# count_mod_ud_flat

File: config.mk
export PLATFORM = sky130hd
export DESIGN_NAME = count_mod_ud_flat
export DESIGN_NICKNAME = d
export VERILOG_FILES = /design/src/rtl/count_mod_ud_if.sv /design/src/rtl/count_mod_ud.sv /design/src/flat_wrapper.sv
export SDC_FILE = /design/constraint.sdc
export NUM_CORES = 1
export LEC_CHECK = 0
export ABC_CLOCK_PERIOD_IN_PS = 1500
export CAP_MARGIN = 5
export CORE_AREA = 5 5 42 44
export CTS_BUF_LIST = sky130_fd_sc_hd__clkbuf_16
export DETAILED_ROUTE_END_ITERATION = 16
export DIE_AREA = 0 0 47 49
export GPL_TIMING_DRIVEN = 0
export PLACE_DENSITY = 0.69
export REMOVE_ABC_BUFFERS = 1
export SLEW_MARGIN = 0
export SYNTH_ARGS = -nofsm -noshare
export SYNTH_HDL_FRONTEND = slang
export SYNTH_SLANG_ARGS = --single-unit
File: constraint.sdc
create_clock -name clock -period 1.5 [get_ports clock]
set_input_delay 0.15 -clock clock [delete_from_list [all_inputs] [get_ports clock]]
set_output_delay 0.15 -clock clock [all_outputs]
set_load 0.02 [all_outputs]
File: src/rtl/count_mod_ud_if.sv
// rtl/count_mod_ud_if.sv - control/status bundle for the modulo-N up/down counter
// master drives the step/load controls, slave is the counter itself.
interface count_mod_ud_if #(
  parameter int WIDTH = 4
);
  logic             enable;
  logic             up;
  logic             clr_sync;
  logic             load;
  logic [WIDTH-1:0] load_val;
  logic [WIDTH-1:0] count;
  logic             tc;
  logic             wrap;
  logic             done;

  modport master (
    output enable, up, clr_sync, load, load_val,
    input  count, tc, wrap, done
  );

  modport slave (
    input  enable, up, clr_sync, load, load_val,
    output count, tc, wrap, done
  );
endinterface

File: src/rtl/count_mod_ud.sv
// rtl/count_mod_ud.sv - modulo-N up/down counter with load, sync clear and optional one-shot
// Optional saturating mode (free-running build only) enabled by macro COUNT_MOD_UD_SAT_EN.
module count_mod_ud #(
  parameter int WIDTH   = 4,
  parameter int MODULUS = 16,
  parameter int ONESHOT = 0
) (
  input  logic           clock,
  input  logic           ctrl,
  count_mod_ud_if.slave  bus
);

  if (MODULUS < 2 || MODULUS > (1 << WIDTH)) begin : g_bad_modulus
    $error("count_mod_ud: MODULUS must satisfy 2 <= MODULUS <= 2**WIDTH");
  end

  localparam logic [WIDTH-1:0] TERM_HI  = WIDTH'(MODULUS - 1);
  localparam logic [WIDTH:0]   MOD_EXT  = (WIDTH + 1)'(MODULUS);
  localparam bit               ONE_SHOT = (ONESHOT != 0);
`ifdef COUNT_MOD_UD_SAT_EN
  localparam bit               SAT      = !ONE_SHOT;
`else
  localparam bit               SAT      = 1'b0;
`endif

  typedef enum logic {
    ST_RUN  = 1'b0,
    ST_DONE = 1'b1
  } state_t;

  state_t           state_q, state_d;
  logic [WIDTH-1:0] count_q, count_d;
  logic             wrap_q, wrap_d;
  logic             done_q, done_d;
  logic             tc;

  // Terminal depends only on the current count and direction, so a cascade
  // stage can gate its own enable with enable & tc.
  assign tc = bus.up ? (count_q == TERM_HI) : (count_q == '0);

  always_comb begin
    count_d = count_q;
    state_d = state_q;
    done_d  = done_q;
    wrap_d  = 1'b0;
    if (bus.clr_sync) begin
      count_d = '0;
      state_d = ST_RUN;
      done_d  = 1'b0;
    end else if (bus.load) begin
      count_d = ({1'b0, bus.load_val} >= MOD_EXT) ? TERM_HI : bus.load_val;
      state_d = ST_RUN;
      done_d  = 1'b0;
    end else if (bus.enable && state_q == ST_RUN) begin
      if (tc && ONE_SHOT) begin
        state_d = ST_DONE;
        done_d  = 1'b1;
        wrap_d  = 1'b1;
      end else if (tc && SAT) begin
        count_d = count_q;
      end else begin
        wrap_d = tc;
        // Compare-then-select keeps non-power-of-2 moduli correct.
        if (bus.up) begin
          count_d = (count_q == TERM_HI) ? '0 : count_q + WIDTH'(1);
        end else begin
          count_d = (count_q == '0) ? TERM_HI : count_q - WIDTH'(1);
        end
      end
    end
  end

  always_ff @(posedge clock or posedge ctrl) begin
    if (ctrl) begin
      state_q <= ST_RUN;
      count_q <= '0;
      wrap_q  <= 1'b0;
      done_q  <= 1'b0;
    end else begin
      state_q <= state_d;
      count_q <= count_d;
      wrap_q  <= wrap_d;
      done_q  <= done_d;
    end
  end

  assign bus.count = count_q;
  assign bus.tc    = tc;
  assign bus.wrap  = wrap_q;
  assign bus.done  = ONE_SHOT ? done_q : 1'b0;

endmodule

File: src/flat_wrapper.sv
// flat-port wrapper written by rule: the top's interface ports become plain ports
module count_mod_ud_flat 
#(
  parameter int WIDTH   = 4,
  parameter int MODULUS = 16,
  parameter int ONESHOT = 0
)
  (clock, ctrl, bus_enable, bus_up, bus_clr_sync, bus_load, bus_load_val, bus_count, bus_tc, bus_wrap, bus_done);
  count_mod_ud_if #(.WIDTH(WIDTH)) bus_i ();
  input  logic clock;
  input  logic ctrl;
  input wire logic [$bits(bus_i.enable)-1:0] bus_enable;
  input wire logic [$bits(bus_i.up)-1:0] bus_up;
  input wire logic [$bits(bus_i.clr_sync)-1:0] bus_clr_sync;
  input wire logic [$bits(bus_i.load)-1:0] bus_load;
  input wire logic [$bits(bus_i.load_val)-1:0] bus_load_val;
  output wire logic [$bits(bus_i.count)-1:0] bus_count;
  output wire logic [$bits(bus_i.tc)-1:0] bus_tc;
  output wire logic [$bits(bus_i.wrap)-1:0] bus_wrap;
  output wire logic [$bits(bus_i.done)-1:0] bus_done;
  assign bus_i.enable = bus_enable;
  assign bus_i.up = bus_up;
  assign bus_i.clr_sync = bus_clr_sync;
  assign bus_i.load = bus_load;
  assign bus_i.load_val = bus_load_val;
  assign bus_count = bus_i.count;
  assign bus_tc = bus_i.tc;
  assign bus_wrap = bus_i.wrap;
  assign bus_done = bus_i.done;
  count_mod_ud #(.WIDTH(WIDTH), .MODULUS(MODULUS), .ONESHOT(ONESHOT)) u_core (.clock(clock), .ctrl(ctrl), .bus(bus_i));
endmodule
# alu_arbiter

--- src/rtl/alu_arbiter.sv ---
// alu_arbiter
// Shares one combinational ALU between two requesters (0 = integer execute,
// 1 = address/aux unit). Round-robin grant, registered operand capture, one
// transaction in flight, registered result with per-requester valid/ready.
//
// Ports
//   clk, rst_n              clock (rising edge), async active-low reset
//   req_valid/req_ready[2]  request handshake, bit i = requester i
//   req_*0 / req_*1         request payloads (opcode, in1, imm select, imm, reg)
//   alu_*                   registered drive of every ALU input
//   alu_out                 ALU result
//   rsp_valid/rsp_ready[2]  response handshake, bit i = requester i
//   rsp_data                shared result bus, valid where rsp_valid is set
//   busy                    high whenever not IDLE
module alu_arbiter #(
   parameter int WORD_SIZE    = 32,
   parameter int OPCODE_WIDTH = 6,
   parameter int IMM_WIDTH    = 16
) (
   input  logic                    clk,
   input  logic                    rst_n,
   input  logic [1:0]              req_valid,
   output logic [1:0]              req_ready,
   input  logic [OPCODE_WIDTH-1:0] req_opcode0,
   input  logic [OPCODE_WIDTH-1:0] req_opcode1,
   input  logic [WORD_SIZE-1:0]    req_in1_0,
   input  logic [WORD_SIZE-1:0]    req_in1_1,
   input  logic                    req_in2_is_imm0,
   input  logic                    req_in2_is_imm1,
   input  logic [IMM_WIDTH-1:0]    req_in2_imm0,
   input  logic [IMM_WIDTH-1:0]    req_in2_imm1,
   input  logic [WORD_SIZE-1:0]    req_in2_reg0,
   input  logic [WORD_SIZE-1:0]    req_in2_reg1,
   output logic [OPCODE_WIDTH-1:0] alu_opcode,
   output logic [WORD_SIZE-1:0]    alu_in1,
   output logic                    alu_in2_is_imm,
   output logic [IMM_WIDTH-1:0]    alu_in2_imm,
   output logic [WORD_SIZE-1:0]    alu_in2_readbus,
   input  logic [WORD_SIZE-1:0]    alu_out,
   output logic [1:0]              rsp_valid,
   input  logic [1:0]              rsp_ready,
   output logic [WORD_SIZE-1:0]    rsp_data,
   output logic                    busy
);

   typedef enum logic [1:0] {IDLE, EXEC, RESP} state_t;

   typedef struct packed {
      logic [OPCODE_WIDTH-1:0] opcode;
      logic [WORD_SIZE-1:0]    in1;
      logic                    is_imm;
      logic [IMM_WIDTH-1:0]    imm;
      logic [WORD_SIZE-1:0]    in2;
   } req_t;

   state_t state, state_nxt;
   logic   rr_ptr;
   logic   owner;
   logic   gnt_vld;
   logic   gnt;
   req_t   req [2];
   req_t   sel;

   assign req[0] = '{req_opcode0, req_in1_0, req_in2_is_imm0, req_in2_imm0, req_in2_reg0};
   assign req[1] = '{req_opcode1, req_in1_1, req_in2_is_imm1, req_in2_imm1, req_in2_reg1};

   // Single requester wins outright; on contention rr_ptr picks.
   always_comb begin
      gnt_vld = 1'b0;
      gnt     = 1'b0;
      if (state == IDLE) begin
         unique case (req_valid)
            2'b01:   begin gnt_vld = 1'b1; gnt = 1'b0;   end
            2'b10:   begin gnt_vld = 1'b1; gnt = 1'b1;   end
            2'b11:   begin gnt_vld = 1'b1; gnt = rr_ptr; end
            default: begin gnt_vld = 1'b0; gnt = 1'b0;   end
         endcase
      end
   end

   assign sel       = req[gnt];
   assign req_ready = gnt_vld ? (gnt ? 2'b10 : 2'b01) : 2'b00;
   assign busy      = (state != IDLE);

   always_comb begin
      state_nxt = state;
      unique case (state)
         IDLE:    if (gnt_vld) state_nxt = EXEC;
         EXEC:    state_nxt = RESP;
         RESP:    if (rsp_ready[owner]) state_nxt = IDLE;
         default: state_nxt = IDLE;
      endcase
   end

   always_ff @(posedge clk or negedge rst_n) begin
      if (!rst_n) begin
         state           <= IDLE;
         rr_ptr          <= 1'b0;
         owner           <= 1'b0;
         alu_opcode      <= '0;
         alu_in1         <= '0;
         alu_in2_is_imm  <= 1'b0;
         alu_in2_imm     <= '0;
         alu_in2_readbus <= '0;
         rsp_data        <= '0;
         rsp_valid       <= 2'b00;
      end else begin
         state <= state_nxt;
         unique case (state)
            IDLE: if (gnt_vld) begin
               alu_opcode      <= sel.opcode;
               alu_in1         <= sel.in1;
               alu_in2_is_imm  <= sel.is_imm;
               alu_in2_imm     <= sel.imm;
               alu_in2_readbus <= sel.in2;
               owner           <= gnt;
               rr_ptr          <= ~gnt;
            end
            EXEC: begin
               rsp_data         <= alu_out;
               rsp_valid[owner] <= 1'b1;
            end
            RESP: if (rsp_ready[owner]) rsp_valid <= 2'b00;
            default: ;
         endcase
      end
   end

endmodule
--- config.mk ---
export PLATFORM = sky130hd
export DESIGN_NAME = alu_arbiter
export DESIGN_NICKNAME = d
export VERILOG_FILES = /design/src/rtl/alu_arbiter.sv
export SDC_FILE = /design/constraint.sdc
export NUM_CORES = 1
export LEC_CHECK = 0
export CORE_MARGIN = 2
export CORE_UTILIZATION = 33
export CTS_BUF_LIST = sky130_fd_sc_hd__clkbuf_8 sky130_fd_sc_hd__clkbuf_16
export DETAILED_ROUTE_END_ITERATION = 10
export PLACE_DENSITY = 0.84
export SLEW_MARGIN = 15
export SYNTH_ARGS = -nofsm -noshare
export SYNTH_HDL_FRONTEND = slang
export SYNTH_SLANG_ARGS = --single-unit
--- constraint.sdc ---
create_clock -name clk -period 1.6 [get_ports clk]
set_input_delay 0.24 -clock clk [delete_from_list [all_inputs] [get_ports clk]]
set_output_delay 0.24 -clock clk [all_outputs]
set_load 0.01 [all_outputs]
Fig. 1: alu_arbiter, met3 routing
Scale bar: 50 um.
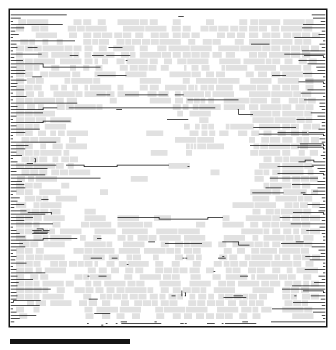
230 nets have wire on it. The layer carries 1800 um of wire.
met3 Use GR: 8.449%
vias: 5093
DRT Wirelength: 20.07 mm

==> ci_impl_report.md, alu_arbiter <==
## Implementation flow summary

| Metric | Value |
|---|---|
| Outcome | `complete, but fails checks` |
| Violated checks | `setup timing` |
| Die area | `approximately 17000 um2` |
| Ys flops | `roughly 130` |
| Seq area share | `roughly a third` |
| Vias in the first global route | `approximately 5500` |
| Post-Synthesis Cells | `394` |
| Multi-In Gates | `~220` |
| CTS Buf Count | `17` |
| CTS max path bufs | `2` |
| Finished Layout Cells | `962` |
| Non-CTS buffers | `roughly 360` |
| Inverters, non-clock | `3` |
| Final core occ | `~62%` |
| Final-report setup violation count | `1` |
| Final setup margin | `-0.08858 ns` |
| Buffers on Ports | `335` |
| R2R Setup Slk | `around 0.010 ns` |
| Yosys cell count | `just under 400` |
| CP Max Fanout | `3` |
## alu_arbiter: how the worst min path moves through the flow
| stage | endpoint | cells past startpoint |
|---|---|---|
| 4_1_cts | rsp_data[31]$_DFFE_PN0P_ | 3 |
| 3_5_place_dp | rsp_data[8]$_DFFE_PN0P_ | 2 |
| 3_3_place_gp | rsp_data[31]$_DFFE_PN0P_ | 2 |
| 6_report | rsp_data[3]$_DFFE_PN0P_ | 3 |
| 5_1_grt | rsp_data[0]$_DFFE_PN0P_ | 3 |
| 2_1_floorplan | alu_in1[0]$_DFFE_PN0P_ | 0 |
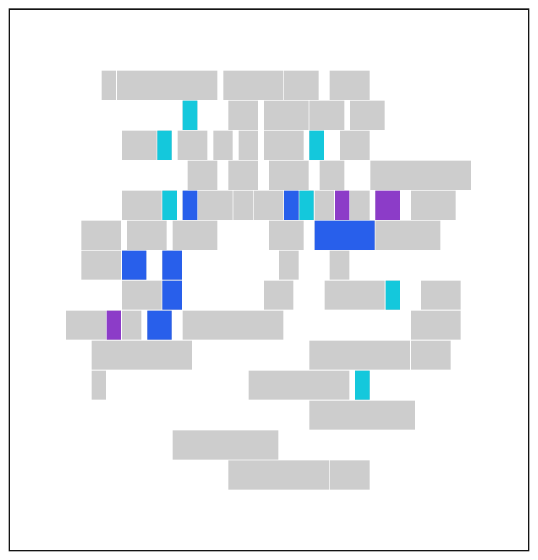
Fig. 2. Logic cells by family (count_mod_ud_flat).
Purple shows nand cells, cells 3, most used nand2_1. Blue shows nor cells, cells 7. Cyan shows inv cells, cells 7, most used inv_1.

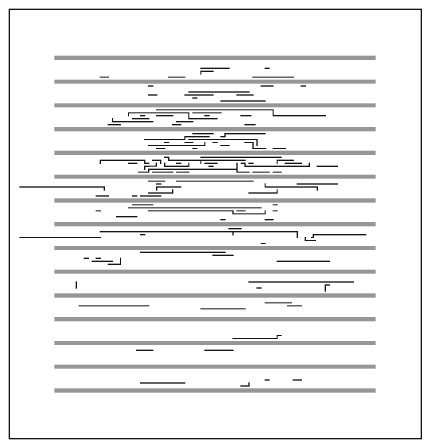
Fig. 3. Metal 1 (count_mod_ud_flat).
Supply wires on this layer in grey.
65 nets have wire on it. The layer holds 40% of the routed length. The wires run mostly horizontal. The layer carries 394 um of wire. The longest straight run is 22.5 um.

==> ci_impl_report.md, count_mod_ud_flat <==
## Implementation flow summary

| Metric | Value |
|---|---|
| Outcome | `complete, but fails checks` |
| Violated checks | `setup timing` |
| Fmax | `604.1 MHz` |
| Gpl congestion | `between 0.7 and 0.8` |
| Met3 Use GR | `3.321%` |
| Final setup margin | `-0.1553 ns` |
| Met3 WL | `80 um` |
| Largest net degree at the start of global routing | `11` |
| Max Transition Viols Final | `0` |
| Period minus WS final | `approximately 1.7 ns` |
| CTS Buf Count | `3` |
| Placed Cells | `between 70 and 80` |
| Area grow syn2layout | `72.70%` |
| Final-report setup violation count | `2` |
| Vias in the first global route | `around 370` |
| Ports | `17` |
| Post-synthesis xor/xnor area fraction | `4.294%` |
## count_mod_ud_flat: layout make-up
class	instances	area [um2]	area share (%)
Tap cell	16	20.02	2.842
Multi-Input combinational cell	35	279.0	39.61
Clock buffer	3	75.07	10.66
Timing Repair Buffer	18	172.7	24.51
Clock inverter	1	3.754	0.5329
Sequential cell	5	127.6	18.12
Inverter	7	26.28	3.730
## count_mod_ud_flat: power breakdown
part | switching (mW) | internal [mW] | total [mW]
combinational | 0.0802 | 0.0896 | 0.170
sequential | 0.0137 | 0.146 | 0.159
clock | 0.0900 | 0.345 | 0.435
total | 0.184 | 0.581 | 0.765


==> screenshots <==
Metal 2.
Plate I
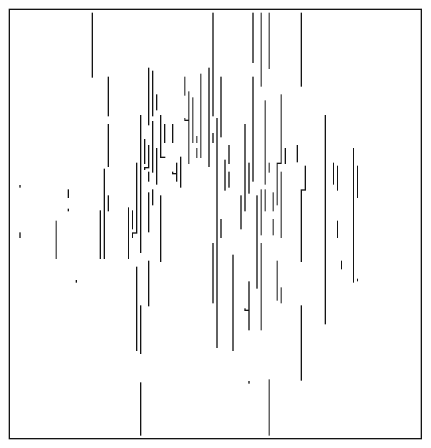
Plate II
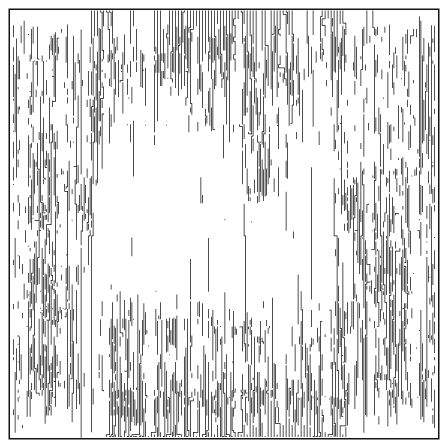
Plate I: count_mod_ud_flat
Plate II: alu_arbiter

Power is estimated from default activity; no workload was simulated.
